######## rv_hazard_ctrl ########
==> src/rtl/rv_hazard_ctrl_pkg.sv <==
// Shared types for the execute-stage bypass scheduler: bypass select vector, stage entry,
// and the producer/consumer match rule used by every operand.
package rv_hazard_ctrl_pkg;

  // Register index width; the top-level REG_AW parameter must agree with this.
  localparam int unsigned RegAw = 5;

  typedef struct packed {
    logic alu2;
    logic write;
    logic wr_back;
  } ctrl_rs_bp_t;

  typedef struct packed {
    logic             valid;
    logic [RegAw-1:0] rd;
    logic             rd_wr;
    logic             load;
  } rv_hz_entry_t;

  localparam rv_hz_entry_t Bubble = '0;

  // x0 is hard-wired, so a producer targeting it never forwards.
  function automatic logic entry_hit(rv_hz_entry_t e, logic [RegAw-1:0] rs, logic rs_use);
    return rs_use && e.valid && e.rd_wr && (e.rd != '0) && (e.rd == rs);
  endfunction

endpackage

==> src/rtl/rv_hazard_match.sv <==
// Per-operand bypass select: compares one source index against the three producer stages
// and returns a one-hot (youngest wins) or all-zero select.
module rv_hazard_match
  import rv_hazard_ctrl_pkg::*;
(
  input  logic [RegAw-1:0] rs_i,
  input  logic             rs_use_i,
  input  rv_hz_entry_t     ex_i,
  input  rv_hz_entry_t     alu2_i,
  input  rv_hz_entry_t     wr_i,
  output ctrl_rs_bp_t      bp_o
);

  logic unused_load;
  assign unused_load = ^{ex_i.load, alu2_i.load, wr_i.load};

  // Producer positions shift one stage by the time the consumer reaches EX.
  always_comb begin
    bp_o = '0;
    if (entry_hit(ex_i, rs_i, rs_use_i)) begin
      bp_o.alu2 = 1'b1;
    end else if (entry_hit(alu2_i, rs_i, rs_use_i)) begin
      bp_o.write = 1'b1;
    end else if (entry_hit(wr_i, rs_i, rs_use_i)) begin
      bp_o.wr_back = 1'b1;
    end
  end

endmodule

==> src/rtl/rv_hazard_ctrl.sv <==
// Execute-stage bypass scheduler: tracks in-flight destinations, registers per-operand bypass
// selects alongside the EX pipeline register, and stalls decode on load-use hazards.
module rv_hazard_ctrl
  import rv_hazard_ctrl_pkg::*;
#(
  parameter int unsigned REG_AW = RegAw,
  parameter int unsigned CNT_W  = 32
) (
  input  logic              i_clk,
  input  logic              i_reset,
  input  logic              i_stall,
  input  logic              i_flush,
  input  logic              i_dec_valid,
  input  logic [REG_AW-1:0] i_dec_rs1,
  input  logic [REG_AW-1:0] i_dec_rs2,
  input  logic              i_dec_rs1_use,
  input  logic              i_dec_rs2_use,
  input  logic [REG_AW-1:0] i_dec_rd,
  input  logic              i_dec_rd_wr,
  input  logic              i_dec_load,
  output ctrl_rs_bp_t       o_bp1,
  output ctrl_rs_bp_t       o_bp2,
  output logic              o_dec_stall,
  output logic [CNT_W-1:0]  o_luse_cnt
);

  // The WR_BACK occupant retires before any consumer now in decode reaches EX, so only
  // EX, ALU2 and WRITE need to be tracked as producers.
  rv_hz_entry_t     ex_q, alu2_q, wr_q;
  rv_hz_entry_t     dec_entry;
  ctrl_rs_bp_t      bp1_d, bp2_d, bp1_q, bp2_q;
  logic [CNT_W-1:0] cnt_q;
  logic             rs1_use, rs2_use, luse;

  assign rs1_use = i_dec_valid & i_dec_rs1_use;
  assign rs2_use = i_dec_valid & i_dec_rs2_use;

  always_comb begin
    dec_entry = Bubble;
    if (i_dec_valid) begin
      dec_entry.valid = 1'b1;
      dec_entry.rd    = i_dec_rd;
      dec_entry.rd_wr = i_dec_rd_wr;
      dec_entry.load  = i_dec_load;
    end
  end

  rv_hazard_match u_match_rs1 (
    .rs_i    (i_dec_rs1),
    .rs_use_i(rs1_use),
    .ex_i    (ex_q),
    .alu2_i  (alu2_q),
    .wr_i    (wr_q),
    .bp_o    (bp1_d)
  );

  rv_hazard_match u_match_rs2 (
    .rs_i    (i_dec_rs2),
    .rs_use_i(rs2_use),
    .ex_i    (ex_q),
    .alu2_i  (alu2_q),
    .wr_i    (wr_q),
    .bp_o    (bp2_d)
  );

  // Load data is not available until WRITE, so a consumer directly behind a load must wait.
  assign luse = ex_q.load &
                (entry_hit(ex_q, i_dec_rs1, rs1_use) | entry_hit(ex_q, i_dec_rs2, rs2_use));
  assign o_dec_stall = luse & ~i_flush;

  always_ff @(posedge i_clk) begin
    if (i_reset) begin
      ex_q   <= Bubble;
      alu2_q <= Bubble;
      wr_q   <= Bubble;
      bp1_q  <= '0;
      bp2_q  <= '0;
      cnt_q  <= '0;
    end else if (!i_stall) begin
      wr_q <= alu2_q;
      if (i_flush) begin
        ex_q   <= Bubble;
        alu2_q <= Bubble;
        bp1_q  <= '0;
        bp2_q  <= '0;
      end else if (luse) begin
        alu2_q <= ex_q;
        ex_q   <= Bubble;
        bp1_q  <= '0;
        bp2_q  <= '0;
        if (cnt_q != '1) begin
          cnt_q <= cnt_q + CNT_W'(1);
        end
      end else begin
        alu2_q <= ex_q;
        ex_q   <= dec_entry;
        bp1_q  <= bp1_d;
        bp2_q  <= bp2_d;
      end
    end
  end

  assign o_bp1      = bp1_q;
  assign o_bp2      = bp2_q;
  assign o_luse_cnt = cnt_q;

endmodule

==> config.mk <==
export PLATFORM = sky130hd
export DESIGN_NAME = rv_hazard_ctrl
export DESIGN_NICKNAME = d
export VERILOG_FILES = /design/src/rtl/rv_hazard_ctrl_pkg.sv /design/src/rtl/rv_hazard_match.sv /design/src/rtl/rv_hazard_ctrl.sv
export SDC_FILE = /design/constraint.sdc
export NUM_CORES = 1
export LEC_CHECK = 0
export CORE_MARGIN = 1.5
export CORE_UTILIZATION = 53
export CTS_CLUSTER_DIAMETER = 30
export DETAILED_ROUTE_END_ITERATION = 8
export GPL_TIMING_DRIVEN = 0
export PLACE_DENSITY_LB_ADDON = 0.05
export SETUP_SLACK_MARGIN = 0.4
export SLEW_MARGIN = 20
export SYNTH_ARGS = -nofsm -noshare
export SYNTH_HDL_FRONTEND = slang
export SYNTH_HIERARCHICAL = 1
export SYNTH_SLANG_ARGS = --single-unit
==> constraint.sdc <==
create_clock -name i_clk -period 2.15 [get_ports i_clk]
set_input_delay 0.3225 -clock i_clk [delete_from_list [all_inputs] [get_ports i_clk]]
set_output_delay 0.3225 -clock i_clk [all_outputs]
set_load 0.005 [all_outputs]
######## bram_port_arbiter_flat ########
### src/rtl/bram_port_arbiter_if.sv
// Bus bundle for bram_port_arbiter: CPU and loader request ports, BRAM port A, grants and read valids.
// The I_LDR_LOCK member exists only when BRAM_ARB_LDR_LOCK_EN is defined.
interface bram_port_arbiter_if #(
    parameter int unsigned P_DATA_WIDTH    = 16,
    parameter int unsigned P_ADDRESS_WIDTH = 10
);
    logic                       cpu_req;
    logic [P_ADDRESS_WIDTH-1:0] cpu_address;
    logic [P_DATA_WIDTH-1:0]    cpu_data;
    logic                       cpu_write_enable;
    logic                       ldr_req;
    logic [P_ADDRESS_WIDTH-1:0] ldr_address;
    logic [P_DATA_WIDTH-1:0]    ldr_data;
    logic                       ldr_write_enable;
`ifdef BRAM_ARB_LDR_LOCK_EN
    logic                       ldr_lock;
`endif
    logic [P_DATA_WIDTH-1:0]    bram_rdata;
    logic [P_ADDRESS_WIDTH-1:0] bram_address;
    logic [P_DATA_WIDTH-1:0]    bram_data;
    logic                       bram_write_enable;
    logic                       cpu_gnt;
    logic                       ldr_gnt;
    logic                       cpu_stall;
    logic                       cpu_rvalid;
    logic                       ldr_rvalid;
    logic [P_DATA_WIDTH-1:0]    rdata;
    logic                       owner;

    modport slave (
`ifdef BRAM_ARB_LDR_LOCK_EN
        input  ldr_lock,
`endif
        input  cpu_req, cpu_address, cpu_data, cpu_write_enable,
        input  ldr_req, ldr_address, ldr_data, ldr_write_enable,
        input  bram_rdata,
        output bram_address, bram_data, bram_write_enable,
        output cpu_gnt, ldr_gnt, cpu_stall, cpu_rvalid, ldr_rvalid,
        output rdata, owner
    );

    modport master (
`ifdef BRAM_ARB_LDR_LOCK_EN
        output ldr_lock,
`endif
        output cpu_req, cpu_address, cpu_data, cpu_write_enable,
        output ldr_req, ldr_address, ldr_data, ldr_write_enable,
        output bram_rdata,
        input  bram_address, bram_data, bram_write_enable,
        input  cpu_gnt, ldr_gnt, cpu_stall, cpu_rvalid, ldr_rvalid,
        input  rdata, owner
    );
endinterface

### src/rtl/bram_port_arbiter.sv
// Two-requester arbiter for BRAM port A (CR16 core vs loader/debug host) with a burst quota and
// read-valid steering. Optional loader lock enabled by defining BRAM_ARB_LDR_LOCK_EN.
module bram_port_arbiter #(
    parameter int unsigned P_DATA_WIDTH    = 16,
    parameter int unsigned P_ADDRESS_WIDTH = 10,
    parameter int unsigned P_BURST         = 4
) (
    input  logic                I_CLK,
    input  logic                I_NRESET,
    bram_port_arbiter_if.slave  bus_if
);
    localparam int unsigned CNT_W = 8;
    localparam logic [CNT_W-1:0] CNT_LAST = CNT_W'(P_BURST - 1);

    typedef enum logic {
        OWNER_CPU = 1'b0,
        OWNER_LDR = 1'b1
    } owner_e;

    owner_e                     owner_q, owner_d;
    owner_e                     tag_q, tag_d;
    logic [CNT_W-1:0]           count_q, count_d;
    logic                       pend_q, pend_d;

    logic                       cur_req;
    logic                       oth_req;
    logic                       cur_we;
    logic [P_ADDRESS_WIDTH-1:0] cur_address;
    logic [P_DATA_WIDTH-1:0]    cur_data;
    logic                       lock_hold;
    logic                       quota_hit;

    // Owner-side selection; the non-owner never reaches the BRAM.
    always_comb begin : port_mux
        if (owner_q == OWNER_LDR) begin
            cur_req     = bus_if.ldr_req;
            oth_req     = bus_if.cpu_req;
            cur_we      = bus_if.ldr_write_enable;
            cur_address = bus_if.ldr_address;
            cur_data    = bus_if.ldr_data;
        end else begin
            cur_req     = bus_if.cpu_req;
            oth_req     = bus_if.ldr_req;
            cur_we      = bus_if.cpu_write_enable;
            cur_address = bus_if.cpu_address;
            cur_data    = bus_if.cpu_data;
        end
    end

    always_ff @(posedge I_CLK or negedge I_NRESET) begin : state_reg
        if (!I_NRESET) begin
            owner_q <= OWNER_CPU;
            tag_q   <= OWNER_CPU;
            count_q <= '0;
            pend_q  <= 1'b0;
        end else begin
            owner_q <= owner_d;
            tag_q   <= tag_d;
            count_q <= count_d;
            pend_q  <= pend_d;
        end
    end

    // Next owner / quota counter / read tag. A beat is any cycle where the owner requests.
    always_comb begin : next_state
        owner_d   = owner_q;
        tag_d     = tag_q;
        count_d   = count_q;
        pend_d    = 1'b0;
        lock_hold = 1'b0;
`ifdef BRAM_ARB_LDR_LOCK_EN
        lock_hold = (owner_q == OWNER_LDR) && bus_if.ldr_lock;
`endif
        quota_hit = cur_req && (count_q == CNT_LAST) && !lock_hold;

        if (oth_req && (!cur_req || quota_hit)) begin
            owner_d = (owner_q == OWNER_CPU) ? OWNER_LDR : OWNER_CPU;
            count_d = '0;
        end else if (lock_hold) begin
            count_d = '0;
        end else if (cur_req && (count_q != CNT_LAST)) begin
            count_d = CNT_W'(count_q + 1'b1);
        end

        if (cur_req && !cur_we) begin
            pend_d = 1'b1;
            tag_d  = owner_q;
        end
    end

    assign bus_if.bram_address      = cur_address;
    assign bus_if.bram_data         = cur_data;
    assign bus_if.bram_write_enable = I_NRESET & cur_req & cur_we;

    assign bus_if.cpu_gnt    = (owner_q == OWNER_CPU);
    assign bus_if.ldr_gnt    = (owner_q == OWNER_LDR);
    assign bus_if.cpu_stall  = bus_if.cpu_req & (owner_q != OWNER_CPU);
    assign bus_if.cpu_rvalid = pend_q & (tag_q == OWNER_CPU);
    assign bus_if.ldr_rvalid = pend_q & (tag_q == OWNER_LDR);
    assign bus_if.rdata      = bus_if.bram_rdata;
    assign bus_if.owner      = owner_q;
endmodule

### src/flat_wrapper.sv
// flat-port wrapper written by rule: the top's interface ports become plain ports
module bram_port_arbiter_flat 
#(
    parameter int unsigned P_DATA_WIDTH    = 16,
    parameter int unsigned P_ADDRESS_WIDTH = 10,
    parameter int unsigned P_BURST         = 4
)
  (I_CLK, I_NRESET, bus_if_cpu_req, bus_if_cpu_address, bus_if_cpu_data, bus_if_cpu_write_enable, bus_if_ldr_req, bus_if_ldr_address, bus_if_ldr_data, bus_if_ldr_write_enable, bus_if_bram_rdata, bus_if_bram_address, bus_if_bram_data, bus_if_bram_write_enable, bus_if_cpu_gnt, bus_if_ldr_gnt, bus_if_cpu_stall, bus_if_cpu_rvalid, bus_if_ldr_rvalid, bus_if_rdata, bus_if_owner);
  bram_port_arbiter_if #(.P_DATA_WIDTH(P_DATA_WIDTH), .P_ADDRESS_WIDTH(P_ADDRESS_WIDTH)) bus_if_i ();
  input  logic I_CLK;
  input  logic I_NRESET;
  input wire logic [$bits(bus_if_i.cpu_req)-1:0] bus_if_cpu_req;
  input wire logic [$bits(bus_if_i.cpu_address)-1:0] bus_if_cpu_address;
  input wire logic [$bits(bus_if_i.cpu_data)-1:0] bus_if_cpu_data;
  input wire logic [$bits(bus_if_i.cpu_write_enable)-1:0] bus_if_cpu_write_enable;
  input wire logic [$bits(bus_if_i.ldr_req)-1:0] bus_if_ldr_req;
  input wire logic [$bits(bus_if_i.ldr_address)-1:0] bus_if_ldr_address;
  input wire logic [$bits(bus_if_i.ldr_data)-1:0] bus_if_ldr_data;
  input wire logic [$bits(bus_if_i.ldr_write_enable)-1:0] bus_if_ldr_write_enable;
  input wire logic [$bits(bus_if_i.bram_rdata)-1:0] bus_if_bram_rdata;
  output wire logic [$bits(bus_if_i.bram_address)-1:0] bus_if_bram_address;
  output wire logic [$bits(bus_if_i.bram_data)-1:0] bus_if_bram_data;
  output wire logic [$bits(bus_if_i.bram_write_enable)-1:0] bus_if_bram_write_enable;
  output wire logic [$bits(bus_if_i.cpu_gnt)-1:0] bus_if_cpu_gnt;
  output wire logic [$bits(bus_if_i.ldr_gnt)-1:0] bus_if_ldr_gnt;
  output wire logic [$bits(bus_if_i.cpu_stall)-1:0] bus_if_cpu_stall;
  output wire logic [$bits(bus_if_i.cpu_rvalid)-1:0] bus_if_cpu_rvalid;
  output wire logic [$bits(bus_if_i.ldr_rvalid)-1:0] bus_if_ldr_rvalid;
  output wire logic [$bits(bus_if_i.rdata)-1:0] bus_if_rdata;
  output wire logic [$bits(bus_if_i.owner)-1:0] bus_if_owner;
  assign bus_if_i.cpu_req = bus_if_cpu_req;
  assign bus_if_i.cpu_address = bus_if_cpu_address;
  assign bus_if_i.cpu_data = bus_if_cpu_data;
  assign bus_if_i.cpu_write_enable = bus_if_cpu_write_enable;
  assign bus_if_i.ldr_req = bus_if_ldr_req;
  assign bus_if_i.ldr_address = bus_if_ldr_address;
  assign bus_if_i.ldr_data = bus_if_ldr_data;
  assign bus_if_i.ldr_write_enable = bus_if_ldr_write_enable;
  assign bus_if_i.bram_rdata = bus_if_bram_rdata;
  assign bus_if_bram_address = bus_if_i.bram_address;
  assign bus_if_bram_data = bus_if_i.bram_data;
  assign bus_if_bram_write_enable = bus_if_i.bram_write_enable;
  assign bus_if_cpu_gnt = bus_if_i.cpu_gnt;
  assign bus_if_ldr_gnt = bus_if_i.ldr_gnt;
  assign bus_if_cpu_stall = bus_if_i.cpu_stall;
  assign bus_if_cpu_rvalid = bus_if_i.cpu_rvalid;
  assign bus_if_ldr_rvalid = bus_if_i.ldr_rvalid;
  assign bus_if_rdata = bus_if_i.rdata;
  assign bus_if_owner = bus_if_i.owner;
  bram_port_arbiter #(.P_DATA_WIDTH(P_DATA_WIDTH), .P_ADDRESS_WIDTH(P_ADDRESS_WIDTH), .P_BURST(P_BURST)) u_core (.I_CLK(I_CLK), .I_NRESET(I_NRESET), .bus_if(bus_if_i));
endmodule
### config.mk
export PLATFORM = sky130hd
export DESIGN_NAME = bram_port_arbiter_flat
export DESIGN_NICKNAME = d
export VERILOG_FILES = /design/src/rtl/bram_port_arbiter_if.sv /design/src/rtl/bram_port_arbiter.sv /design/src/flat_wrapper.sv
export SDC_FILE = /design/constraint.sdc
export NUM_CORES = 1
export LEC_CHECK = 0
export ABC_AREA = 1
export CAP_MARGIN = 40
export CORE_MARGIN = 8
export CORE_UTILIZATION = 30
export CTS_BUF_LIST = sky130_fd_sc_hd__clkbuf_8
export CTS_CLUSTER_DIAMETER = 150
export CTS_CLUSTER_SIZE = 14
export DETAILED_ROUTE_END_ITERATION = 10
export PLACE_DENSITY = 0.86
export SLEW_MARGIN = 20
export SYNTH_ARGS = -nofsm -noshare
export SYNTH_HDL_FRONTEND = slang
export SYNTH_SLANG_ARGS = --single-unit
### constraint.sdc
create_clock -name I_CLK -period 1.89 [get_ports I_CLK]
set_clock_uncertainty 0.1 [all_clocks]
set_input_delay 0.378 -clock I_CLK [delete_from_list [all_inputs] [get_ports I_CLK]]
set_output_delay 0.378 -clock I_CLK [all_outputs]
set_load 0.005 [all_outputs]
######## pipe_hazard_ctrl ########
<file path="config.mk">
export PLATFORM = sky130hd
export DESIGN_NAME = pipe_hazard_ctrl
export DESIGN_NICKNAME = d
export VERILOG_FILES = /design/src/rtl/cpu_pkg.sv /design/src/rtl/sat_counter.sv /design/src/rtl/pipe_hazard_ctrl.sv
export SDC_FILE = /design/constraint.sdc
export NUM_CORES = 1
export LEC_CHECK = 0
export CORE_MARGIN = 5
export CORE_UTILIZATION = 51
export CTS_CLUSTER_SIZE = 24
export DETAILED_ROUTE_END_ITERATION = 8
export PLACE_DENSITY = 0.87
export SLEW_MARGIN = 30
export SYNTH_ARGS = -nofsm -noshare
export SYNTH_HDL_FRONTEND = slang
export SYNTH_HIERARCHICAL = 1
export SYNTH_SLANG_ARGS = --single-unit
</file>
<file path="constraint.sdc">
create_clock -name clk -period 11.4 [get_ports clk]
set_clock_uncertainty 0.15 [all_clocks]
set_input_delay 2.28 -clock clk [delete_from_list [all_inputs] [get_ports clk]]
set_output_delay 2.28 -clock clk [all_outputs]
set_load 0.02 [all_outputs]
</file>
<file path="src/rtl/cpu_pkg.sv">
// Shared pipeline definitions: hazard FSM encodings, forwarding selects and
// the register-address width used by the hazard controller.
package cpu_pkg;

  localparam int REG_AW = 5;

  typedef enum logic [1:0] {
    HZ_RUN      = 2'b00,
    HZ_BR_STALL = 2'b01,
    HZ_LD_STALL = 2'b10,
    HZ_FREEZE   = 2'b11
  } hz_state_e;

  localparam logic [1:0] FWD_RF    = 2'b00;
  localparam logic [1:0] FWD_EXMEM = 2'b01;
  localparam logic [1:0] FWD_MEMWB = 2'b10;

endpackage

</file>
<file path="src/rtl/sat_counter.sv">
// Saturating up-counter with synchronous clear; clear wins over increment.
module sat_counter #(
  parameter int W = 32
) (
  input  logic         clk,
  input  logic         reset,
  input  logic         inc,
  input  logic         clr,
  output logic [W-1:0] count
);

  localparam logic [W-1:0] ONE = {{(W-1){1'b0}}, 1'b1};

  logic [W-1:0] count_q;
  logic [W-1:0] count_d;

  always_comb begin
    count_d = count_q;
    if (clr) begin
      count_d = '0;
    end else if (inc && (count_q != '1)) begin
      count_d = count_q + ONE;
    end
  end

  always_ff @(posedge clk) begin
    if (reset) begin
      count_q <= '0;
    end else begin
      count_q <= count_d;
    end
  end

  assign count = count_q;

endmodule

</file>
<file path="src/rtl/pipe_hazard_ctrl.sv">
// Stall/flush/forward sequencer for the 5-stage pipeline: branch-operand and
// load-use hazards, branch-operand forwarding, memory-busy freeze, perf counters.
module pipe_hazard_ctrl #(
  parameter int REG_AW = cpu_pkg::REG_AW,
  parameter int CNT_W  = 32
) (
  input  logic              clk,
  input  logic              reset,
  input  logic              ID_decode_ctrl_bez,
  input  logic              ID_decode_ctrl_bnez,
  input  logic [REG_AW-1:0] ID_rD_addr,
  input  logic [REG_AW-1:0] ID_rA_addr,
  input  logic [REG_AW-1:0] ID_rB_addr,
  input  logic              ID_uses_rA,
  input  logic              ID_uses_rB,
  input  logic              ID_br_ctrl,
  input  logic              EX_reg_wr,
  input  logic              EX_is_load,
  input  logic [REG_AW-1:0] EX_rD_addr,
  input  logic              MEM_reg_wr,
  input  logic              MEM_is_load,
  input  logic [REG_AW-1:0] MEM_rD_addr,
  input  logic              WB_reg_wr,
  input  logic [REG_AW-1:0] WB_rD_addr,
  input  logic              MEM_busy,
  input  logic              cnt_clr,
  output logic              PC_stall,
  output logic              IF_ID_stall,
  output logic              IF_ID_flush,
  output logic              ID_EX_bubble,
  output logic              EX_MEM_stall,
  output logic              MEM_WB_bubble,
  output logic [1:0]        ID_br_fwd_sel,
  output logic [1:0]        hz_state,
  output logic [CNT_W-1:0]  stall_cycles,
  output logic [CNT_W-1:0]  flush_count
);

  import cpu_pkg::*;

  hz_state_e state_q;
  hz_state_e state_d;

  logic is_br;
  logic ex_hit_rd, mem_hit_rd, wb_hit_rd;
  logic ex_hit_ra, ex_hit_rb;
  logic br_haz, ld_haz, taken;

  logic pc_stall, if_id_flush, id_ex_bubble, ex_mem_stall, mem_wb_bubble;
  logic [1:0] fwd_sel;

  // r0 is hard-wired zero, so a write to it never creates a dependency.
  always_comb begin
    is_br      = ID_decode_ctrl_bez | ID_decode_ctrl_bnez;
    ex_hit_rd  = EX_reg_wr  && (EX_rD_addr  != '0) && (EX_rD_addr  == ID_rD_addr);
    mem_hit_rd = MEM_reg_wr && (MEM_rD_addr != '0) && (MEM_rD_addr == ID_rD_addr);
    wb_hit_rd  = WB_reg_wr  && (WB_rD_addr  != '0) && (WB_rD_addr  == ID_rD_addr);
    ex_hit_ra  = EX_reg_wr  && (EX_rD_addr  != '0) && ID_uses_rA && (EX_rD_addr == ID_rA_addr);
    ex_hit_rb  = EX_reg_wr  && (EX_rD_addr  != '0) && ID_uses_rB && (EX_rD_addr == ID_rB_addr);
    br_haz     = is_br && (ex_hit_rd || (mem_hit_rd && MEM_is_load));
    ld_haz     = EX_is_load && (ex_hit_ra || ex_hit_rb);
    taken      = is_br && ID_br_ctrl;
  end

  always_ff @(posedge clk) begin
    if (reset) begin
      state_q <= HZ_RUN;
    end else begin
      state_q <= state_d;
    end
  end

  // A freeze leaves no memory: the state after it is purely what the
  // hazard inputs say in the first non-busy cycle.
  always_comb begin
    state_d = HZ_RUN;
    if (reset) begin
      state_d = HZ_RUN;
    end else if (MEM_busy) begin
      state_d = HZ_FREEZE;
    end else if (br_haz) begin
      state_d = HZ_BR_STALL;
    end else if (ld_haz) begin
      state_d = HZ_LD_STALL;
    end
  end

  always_comb begin
    pc_stall      = 1'b0;
    if_id_flush   = 1'b0;
    id_ex_bubble  = 1'b0;
    ex_mem_stall  = 1'b0;
    mem_wb_bubble = 1'b0;
    fwd_sel       = FWD_RF;
    if (!reset) begin
      if (MEM_busy) begin
        pc_stall      = 1'b1;
        ex_mem_stall  = 1'b1;
        mem_wb_bubble = 1'b1;
      end else if (br_haz || ld_haz) begin
        pc_stall     = 1'b1;
        id_ex_bubble = 1'b1;
      end else if (taken) begin
        if_id_flush = 1'b1;
      end
      if (!br_haz) begin
        if (mem_hit_rd && !MEM_is_load) begin
          fwd_sel = FWD_EXMEM;
        end else if (wb_hit_rd) begin
          fwd_sel = FWD_MEMWB;
        end
      end
    end
  end

  assign PC_stall      = pc_stall;
  assign IF_ID_stall   = pc_stall;
  assign IF_ID_flush   = if_id_flush;
  assign ID_EX_bubble  = id_ex_bubble;
  assign EX_MEM_stall  = ex_mem_stall;
  assign MEM_WB_bubble = mem_wb_bubble;
  assign ID_br_fwd_sel = fwd_sel;
  assign hz_state      = state_q;

  sat_counter #(.W(CNT_W)) u_stall_cnt (
    .clk   (clk),
    .reset (reset),
    .inc   (pc_stall),
    .clr   (cnt_clr),
    .count (stall_cycles)
  );

  sat_counter #(.W(CNT_W)) u_flush_cnt (
    .clk   (clk),
    .reset (reset),
    .inc   (if_id_flush),
    .clr   (cnt_clr),
    .count (flush_count)
  );

endmodule

</file>
######## fetch_sequencer ########
===== config.mk =====
export PLATFORM = sky130hd
export DESIGN_NAME = fetch_sequencer
export DESIGN_NICKNAME = d
export VERILOG_FILES = /design/src/rtl/fetch_sequencer.sv
export SDC_FILE = /design/constraint.sdc
export NUM_CORES = 1
export LEC_CHECK = 0
export CAP_MARGIN = 15
export CORE_UTILIZATION = 45
export DETAILED_ROUTE_END_ITERATION = 8
export PLACE_DENSITY = 0.87
export SLEW_MARGIN = 10
export SYNTH_ARGS = -nofsm -noshare
export SYNTH_HDL_FRONTEND = slang
export SYNTH_SLANG_ARGS = --single-unit

===== constraint.sdc =====
create_clock -name clk -period 4.55 [get_ports clk]
set_input_delay 0.91 -clock clk [delete_from_list [all_inputs] [get_ports clk]]
set_output_delay 0.91 -clock clk [all_outputs]
set_load 0.005 [all_outputs]

===== src/rtl/fetch_sequencer.sv =====
// Multi-cycle instruction sequencer for the 8-bit accumulator machine: owns PC and
// instruction register, steers the shared memory address and issues one commit strobe per instruction.
module fetch_sequencer #(
  parameter int                ADDR_W   = 8,
  parameter logic [ADDR_W-1:0] RESET_PC = '0,
  parameter int                CNT_W    = 16
) (
  input  logic              clk,
  input  logic              rst_n,
  input  logic              run,
  input  logic [7:0]        mem_rdata,
  input  logic [7:0]        acc_val,
  input  logic              br_cond,
  output logic [ADDR_W-1:0] mem_addr,
  output logic [ADDR_W-1:0] pc,
  output logic [2:0]        opcode,
  output logic [4:0]        operand,
  output logic              exec_en,
  output logic              mem_phase,
  output logic              busy,
  output logic [CNT_W-1:0]  retired
);

  typedef enum logic [2:0] {
    S_IDLE,
    S_FETCH,
    S_LATCH,
    S_EXEC,
    S_MEMACC,
    S_MEMWB
  } state_t;

  localparam logic [2:0] OP_BNZ = 3'b100;
  localparam logic [2:0] OP_SW  = 3'b110;
  localparam logic [2:0] OP_LW  = 3'b111;

  state_t             r_state;
  logic [ADDR_W-1:0]  r_pc;
  logic [7:0]         r_inst;
  logic [CNT_W-1:0]   r_retired;
  logic               r_exec_en;
  logic               r_mem_phase;
  logic               r_busy;

  logic [2:0]         w_opcode;
  logic               w_is_mem;
  logic               w_commit;
  logic               w_data_phase;
  logic [ADDR_W-1:0]  w_acc_addr;

  assign w_opcode     = r_inst[7:5];
  assign w_is_mem     = (w_opcode == OP_SW) || (w_opcode == OP_LW);
  assign w_acc_addr   = ADDR_W'(acc_val);
  assign w_data_phase = (r_state == S_MEMACC) || (r_state == S_MEMWB);

  // The cycle in which an instruction retires; exec_en is high in exactly these cycles.
  assign w_commit = ((r_state == S_EXEC)   && !w_is_mem)              ||
                    ((r_state == S_MEMACC) && (w_opcode == OP_SW))    ||
                    (r_state == S_MEMWB);

  always_ff @(posedge clk or negedge rst_n) begin
    if (!rst_n) begin
      r_state     <= S_IDLE;
      r_pc        <= RESET_PC;
      r_inst      <= '0;
      r_retired   <= '0;
      r_exec_en   <= 1'b0;
      r_mem_phase <= 1'b0;
      r_busy      <= 1'b0;
    end else begin
      // NOTE: this default makes exec_en a one-cycle pulse; later non-blocking writes
      // in the same block override it only in the cycle before a commit state.
      r_exec_en <= 1'b0;

      case (r_state)
        S_IDLE: begin
          if (run) begin
            r_state <= S_FETCH;
            r_busy  <= 1'b1;
          end
        end
        S_FETCH: r_state <= S_LATCH;
        S_LATCH: begin
          r_inst    <= mem_rdata;
          r_state   <= S_EXEC;
          r_exec_en <= (mem_rdata[7:6] != 2'b11);
        end
        S_EXEC: begin
          if ((w_opcode == OP_BNZ) && br_cond) r_pc <= w_acc_addr;
          else                                 r_pc <= r_pc + ADDR_W'(1);
          if (w_is_mem) begin
            r_state     <= S_MEMACC;
            r_mem_phase <= 1'b1;
            r_exec_en   <= (w_opcode == OP_SW);
          end
        end
        S_MEMACC: begin
          if (w_opcode == OP_LW) begin
            r_state   <= S_MEMWB;
            r_exec_en <= 1'b1;
          end
        end
        S_MEMWB: ;
        default: r_state <= S_IDLE;
      endcase

      if (w_commit) begin
        r_retired   <= r_retired + CNT_W'(1);
        r_mem_phase <= 1'b0;
        r_busy      <= run;
        r_state     <= run ? S_FETCH : S_IDLE;
      end
    end
  end

  assign mem_addr  = w_data_phase ? w_acc_addr : r_pc;
  assign pc        = r_pc;
  assign opcode    = r_inst[7:5];
  assign operand   = r_inst[4:0];
  assign exec_en   = r_exec_en;
  assign mem_phase = r_mem_phase;
  assign busy      = r_busy;
  assign retired   = r_retired;

endmodule



==> layout pictures side by side <==
Placement density heat map.
(a)
The bar under the picture is 20 µm long. 8 x 8 tiles, from white (low) to dark blue (high), 0 to 100% covered.
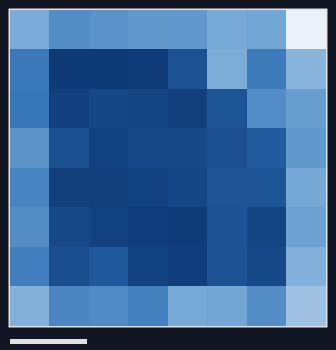
(b)
The bar under the picture is 20 µm long. 7 x 7 tiles, from white (low) to dark blue (high), 0 to 100% covered.
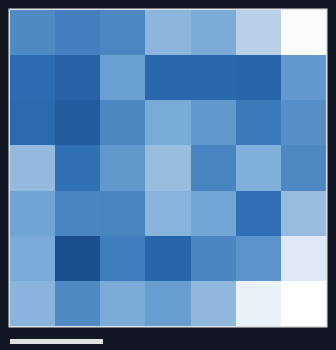
(c)
The bar under the picture is 20 µm long. 8 x 8 tiles, from white (low) to dark blue (high), 0 to 100% covered.
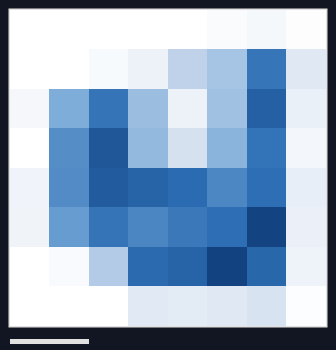
- lowest utilization: (c)
| picture | from |
|---|---|
| (c) | bram_port_arbiter_flat |
| (a) | rv_hazard_ctrl |
| (b) | fetch_sequencer |

==> rv_hazard_ctrl/final_placement.png <==
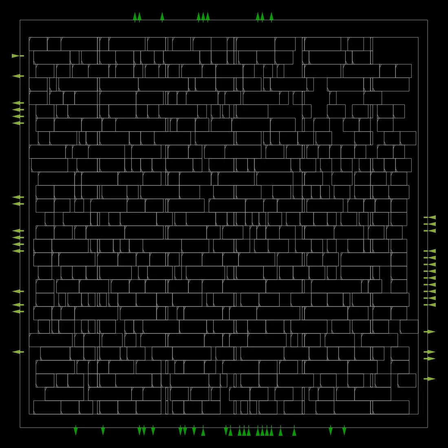
core area: 5991 µm²
row count: 28
final core utilization: 85.07%
seq_cells: 60

==> impl_metrics.json, rv_hazard_ctrl <==
{
  "avgSynthCellArea_um2": 8.885,
  "finalInstanceArea_um2": 5096,
  "synth_cells": 376,
  "grt_setup_unrepaired": "true",
  "final_nets": 505,
  "ios": 63,
  "hold_buffers": 0,
  "worstPathRequired_ns": 2.36,
  "hp-start": "i_dec_valid",
  "area_growth_syn_to_layout_pct": 52.55,
  "sh_comb_area_pct": 48.61,
  "crit_path_frequent_cell": "buf_6",
  "dieArea_um2": 6788,
  "hold_violations": 0,
  "fin_setup_tns_ns": 0,
  "reg2reg_depth": 11,
  "fin_crit_ns": 2.148,
  "dominant-cell-class": "logic gates",
  "grt.overflow.total": 0,
  "holdPathStages": 2,
  "synth_warnings": 6,
  "worstMarginPinSlew_ns": 0.6558,
  "endpoint_kind": "flip-flop",
  "p_leak_nw": 1.776,
  "clk_pin_slew_worst_paths_ns": 0.07,
  "syn_area_um2": 3341,
  "cpPeakStageDelay_ns": 0.35,
  "die_h_um": 82.39,
  "path_class": "flip-flop to flip-flop",
  "outcome": "complete, no violations",
  "drive_gt1_share_pct": 32.99,
  "setup_violations": 0,
  "pwr_density_cell_nw_per_um2": 454.7,
  "path_delay_family": "buffers and inverters",
  "wl_per_cell_um": 20.82,
  "drc": 0
}
-- rv_hazard_ctrl: worst max path at each step --
| stage | start | to | slack (ns) | cells after the start |
|---|---|---|---|---|
| CTS | ex_q[6] | o_dec_stall | 0.12 | 5 |
| finish | ex_q[6] | o_luse_cnt[4] | 0.002 | 11 |
| global placement | i_dec_rs1[2] | o_dec_stall | -0.51 | 7 |
| detailed placement | i_dec_rs1[2] | o_dec_stall | -0.54 | 7 |
| floorplan | ex_q[6] | o_luse_cnt[9] | 0.29 | 7 |
| global route | ex_q[6] | o_luse_cnt[4] | -0.08 | 11 |
-- rv_hazard_ctrl: metal layers --
metal | wire (µm) | GRT usage [%]
met5 | 0 | 0
met4 | 628 | 17.12
met3 | 697 | 6.813
met2 | 5971 | 56.67
met1 | 4364 | 34.44
-- rv_hazard_ctrl: registers in the layout, summed over array words and instances (netlist names) --
register,flops
alu2_q,7
ex_q,8
o_bp1,3
o_bp2,3
o_luse_cnt,32
wr_q,7
-- rv_hazard_ctrl: power breakdown --
| group | internal, mW | total [mW] | switching [mW] |
|---|---|---|---|
| registers | 1.11 | 1.12 | 0.0107 |
| logic | 0.0967 | 0.205 | 0.108 |
| clock network | 0.545 | 0.994 | 0.449 |
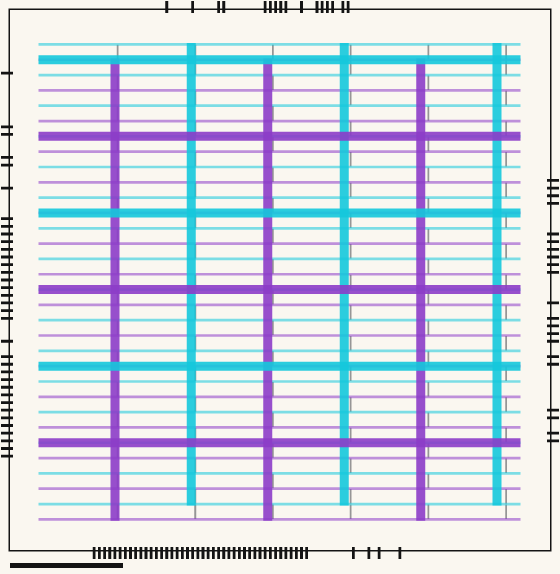
(pipe_hazard_ctrl/pdn.png)
The bar under the picture is 20 µm long. Pins as bars on the die edge. Tap cells in gray.
cyan -> VDD
purple -> VSS
rows = 31
met4 straps = 6
tap cells = 99
met5 straps = 6
signal pins = 118

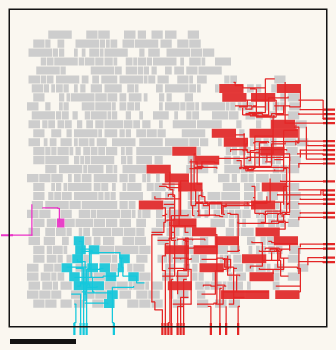
(pipe_hazard_ctrl/port_nets.png)
The bar under the picture is 20 µm long.
red -> flush_count  # bits 32, direction output, edge 21 east, 11 south, end cells 32, buffers 32, wire 1500 µm
cyan -> EX_rD_addr  # bits 5, direction input, edge south, end cells 17, buffers 5, wire 215 µm
magenta -> MEM_reg_wr  # bits 1, direction input, edge west, end cells 1, buffers 1, wire 25.0 µm

==> impl_metrics.json, pipe_hazard_ctrl <==
{
  "maxPowerGroup": "registers",
  "crit_chain": "clkdlybuf4s50_1, xor2_1, nor3_1, and4_1, o21ba_2, a31oi_1, clkdlybuf4s50_1",
  "clkPwrFrac_pct": 44.7,
  "vias": 4083,
  "first_pass_iters": 5,
  "grt_max_degree": 31,
  "post_cts_buffers": 0,
  "area_growth_syn_to_layout_pct": 38.42,
  "final_nets": 616,
  "cts_resized": 0,
  "outcome": "complete, no violations",
  "grt.met3_usage_pct": 5.551,
  "core_area_um2": 7214,
  "grt_util_met2_pct": 40.07,
  "die_w_um": 95.88,
  "dp_cells": 658,
  "routed_wl_um": 10800,
  "p_leak_nw": 1.614,
  "synth.logic.top_family": "simple AND/OR/NAND/NOR gates",
  "drive_gt1_share_pct": 5.923,
  "ios": 118,
  "yosysSeqAreaShare_pct": 35.13,
  "yosysUniqueCellTypes": 51,
  "finalCritPeriodShare_pct": 66.89,
  "r2r_slack_ns": 8.65,
  "ant_nets": 0,
  "die_h_um": 95.88,
  "p_comb_share_pct": 8.9,
  "cts-root-buf": "clkbuf_8",
  "grt_pass1_vias": 3780,
  "track_usage_pct": 23.73,
  "reg2reg_depth": 5,
  "area_leaders": "dfxtp_1 35%, or3_1 5.2%, xor2_1 4.4%",
  "avgSynthCellArea_um2": 8.141,
  "fin_crit_ns": 7.625,
  "hold_buffers": 0,
  "top_layer_used": "met4",
  "fmax_mhz": 131.1,
  "syn_nets": 508
}
## pipe_hazard_ctrl: area by class of cell
| class | instances | area [µm²] | area share (%) |
|---|---|---|---|
| multi-input combinational | 365 | 2326 | 44.68 |
| sequential | 66 | 1321 | 25.38 |
| timing repair buffer | 118 | 1179 | 22.64 |
| clock buffer | 13 | 158.9 | 3.052 |
| tap | 99 | 123.9 | 2.379 |
| clock inverter | 2 | 60.06 | 1.154 |
| inverter | 10 | 37.54 | 0.7210 |
## pipe_hazard_ctrl: sequential cells by signal, summed over array words and instances (netlist names)
signal / count
u_flush_cnt/count: 32
hz_state: 2
u_stall_cnt/count: 32
## pipe_hazard_ctrl: per-stage QoR
stage / utilization [%] / setup WS (ns) / instance area [µm²] / power, mW
after floorplan: - / 4.859 / 3761 / 0.2565
after global placement: 68.85 / 3.821 / 4967 / 0.2801
after detailed placement: 69.13 / 3.793 / 4987 / 0.2811
after CTS: 72.16 / 3.755 / 5206 / 0.5019
after global routing: 72.16 / 3.619 / 5206 / 0.5145
final: 72.16 / 3.775 / 5206 / 0.4984
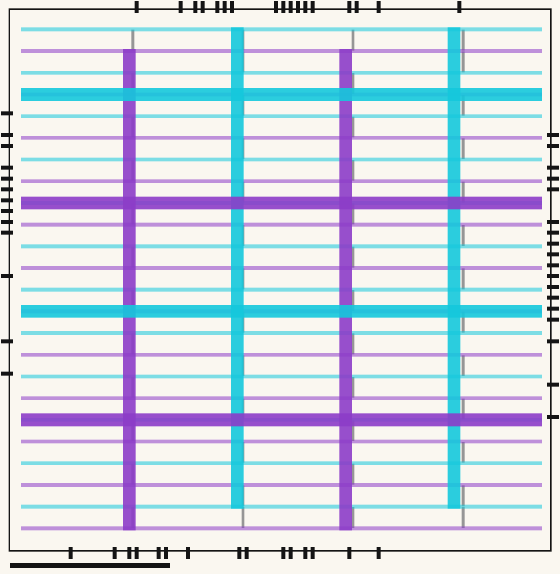
(fetch_sequencer/pdn.png)
The bar under the picture is 20 µm long. Pins as bars on the die edge. Tap cells in gray.
cyan -> VDD
purple -> VSS
tap cells = 50
met1 rails = 24
met4 straps = 4
rows = 23
met5 straps = 4

==> impl_metrics.json, fetch_sequencer <==
{
  "dr_wl_met3_um": 251,
  "cts_tree": "built",
  "warnings": 26,
  "r2r-end": "retired[13]",
  "cpPeakStageDelay_ns": 0.50,
  "crit_path_start": "acc_val[1]",
  "pwr-share-seq_pct": 38.1,
  "worstMarginPinSlew_ns": 0.9544,
  "hold_ws_ns": 0.4735,
  "ys_cells": 201,
  "syn_nets": 223,
  "grt.overflow.total": 0,
  "dieArea_um2": 4585,
  "crit_fanout": 2,
  "ant_nets": 0,
  "synth_top_cell_by_area": "dfrtp_1",
  "via_per_inst": 5.252,
  "routed_wl_um": 4032,
  "maxPowerGroup": "combinational logic",
  "clk_pin_slew_worst_paths_ns": 0.07,
  "outcome": "complete, no violations"
}
## fetch_sequencer: layout make-up
cell class	instances	share of cell area (%)
Sequential cell	38	36.02
Inverter	1	0.1422
Clock buffer	7	3.270
Clock inverter	1	0.1896
Tap cell	50	2.370
Timing Repair Buffer	62	23.32
Multi-Input combinational cell	151	34.69
## fetch_sequencer: cell usage after synthesis (all sizes together) (2+ instances only)
cell type  instances
xor2              12
nor4b              2
nand3              9
ha                 2
nor2              17
a31oi              3
buf                6
dfrtp             38
mux2               9
and2               2
nor3b              2
clkbuf             5
nor3               6
nor4               3
nand4              3
nor2b              2
o22ai              4
nand2b             4
a21oi             15
nand2             38
o21ai              4
xnor2              4
## fetch_sequencer: flip-flops by register name (all words and copies together), names as in the netlist
| name | count |
|---|---|
| retired | 16 |
| pc | 8 |
| r_inst | 8 |
| r_state | 3 |
| busy | 1 |
| exec_en | 1 |
| mem_phase | 1 |
## fetch_sequencer: critical path: cells and delay by family
kind | cells | cell delay [ns]
AND/OR/NAND/NOR | 2 | 0.12
buffers and inverters | 2 | 0.99
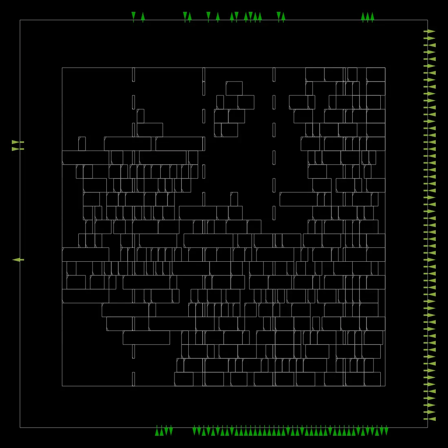
(bram_port_arbiter_flat/final_placement.png)
seq_cells: 11
final core utilization: 55.42%
tap cell count: 50
core area: 3971 µm²

==> impl_metrics.json, bram_port_arbiter_flat <==
{
  "outcome": "finished, violations left",
  "violations": "negative setup slack",
  "setup_violations": 1,
  "first_pass_iters": 4,
  "crit_path_frequent_cell": "nand2_1",
  "nMultiInputCombCells": 157,
  "final_nets": 368,
  "crit_arrival_ns": 1.52,
  "ant_nets": 0,
  "cts_buffers": 3,
  "synth_cells": 206,
  "grt_max_degree": 24,
  "buf_share_pct": 45.99,
  "startpoint_type": "flip-flop",
  "crit_fanout": 7,
  "synth_chip_area_um2": 1232,
  "track_usage_pct": 14.71,
  "worstMarginPinSlew_ns": 0.2347,
  "r2r_slack_ns": 0.28,
  "warnings": 28,
  "core.rowCount": 23,
  "pwr_density_cell_nw_per_um2": 1086,
  "stdcell_count": 342,
  "dr_wl_met3_um": 540,
  "synth_top_cell_by_area": "nand2_1",
  "nNonClkInverters": 15,
  "setup_ws_ns": -0.1041,
  "clk_latency_ns": 0.25,
  "p_comb_share_pct": 74.8,
  "wl_per_cell_um": 14.26
}
[bram_port_arbiter_flat: flip-flops by register name, summed over array words and instances (netlist names)]
| register | cells |
|---|---|
| u_core.tag_q | 1 |
| u_core.pend_q | 1 |
| u_core.bus_if.ldr_gnt | 1 |
| u_core.count_q | 8 |
[bram_port_arbiter_flat: synthesized netlist by cell type]
library cell,number
clkinv_1,1
ha_1,1
dfrtp_1,11
o21ai_1,2
nand4_1,3
inv_4,1
nor2_2,4
nand2_1,105
buf_2,5
nor3_1,1
nand3_1,11
a21oi_1,2
nor2_4,1
inv_2,3
buf_4,18
inv_1,10
nor2_8,1
nand2_8,2
nand2_4,2
xor2_1,2
nor3_2,1
nand2_2,6
nor2_1,13
[bram_port_arbiter_flat: worst reg2reg max path: stages (launching register included)]
cell,delay (ns)
dfrtp_2,0.43
inv_2,0.08
buf_4,0.12
buf_4,0.11
nand2_2,0.05
nand2_4,0.07
inv_4,0.04
buf_4,0.16
nor2_8,0.17
nand2_1,0.08
nand2_2,0.06
nor2_2,0.03


==> notes/layouts.md <==
Pictures saved along the way, in no particular order.

Sequential cells grouped by signal name.
The bar under the picture is 20 µm long. Other sequential cells in the stronger gray, the rest of the logic in the fainter gray.
image #1
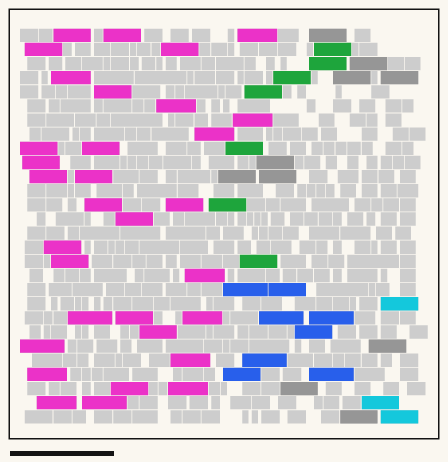
image #2
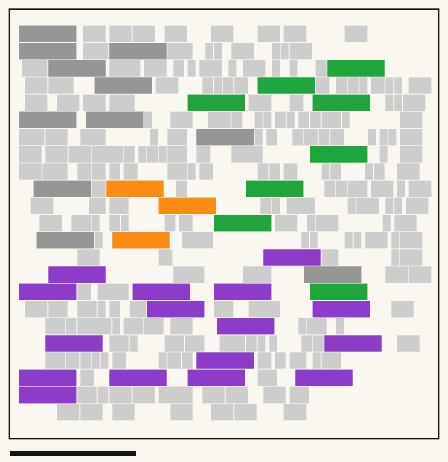
image #3
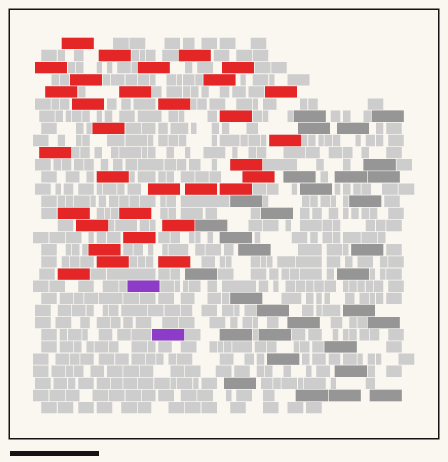
pipe_hazard_ctrl -> image #3
rv_hazard_ctrl -> image #1
fetch_sequencer -> image #2


## Gallery

Nets reached from selected ports.
The bar under the picture is 20 µm long.
Plate I
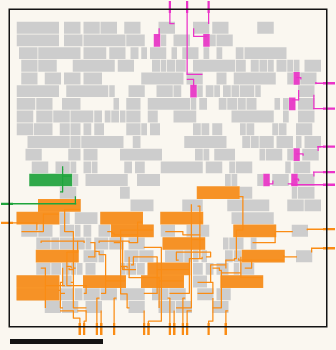
Plate II
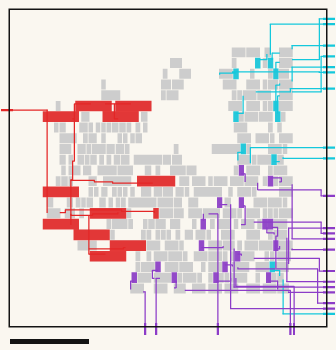
Plate III
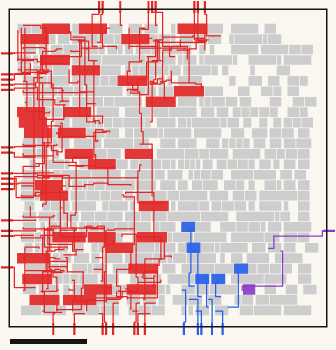
Plate I -> fetch_sequencer
Plate III -> rv_hazard_ctrl
Plate II -> bram_port_arbiter_flat
The one with the most cells is Plate III.
The one with the smallest die is Plate I.

Power is estimated from default activity; no workload was simulated.
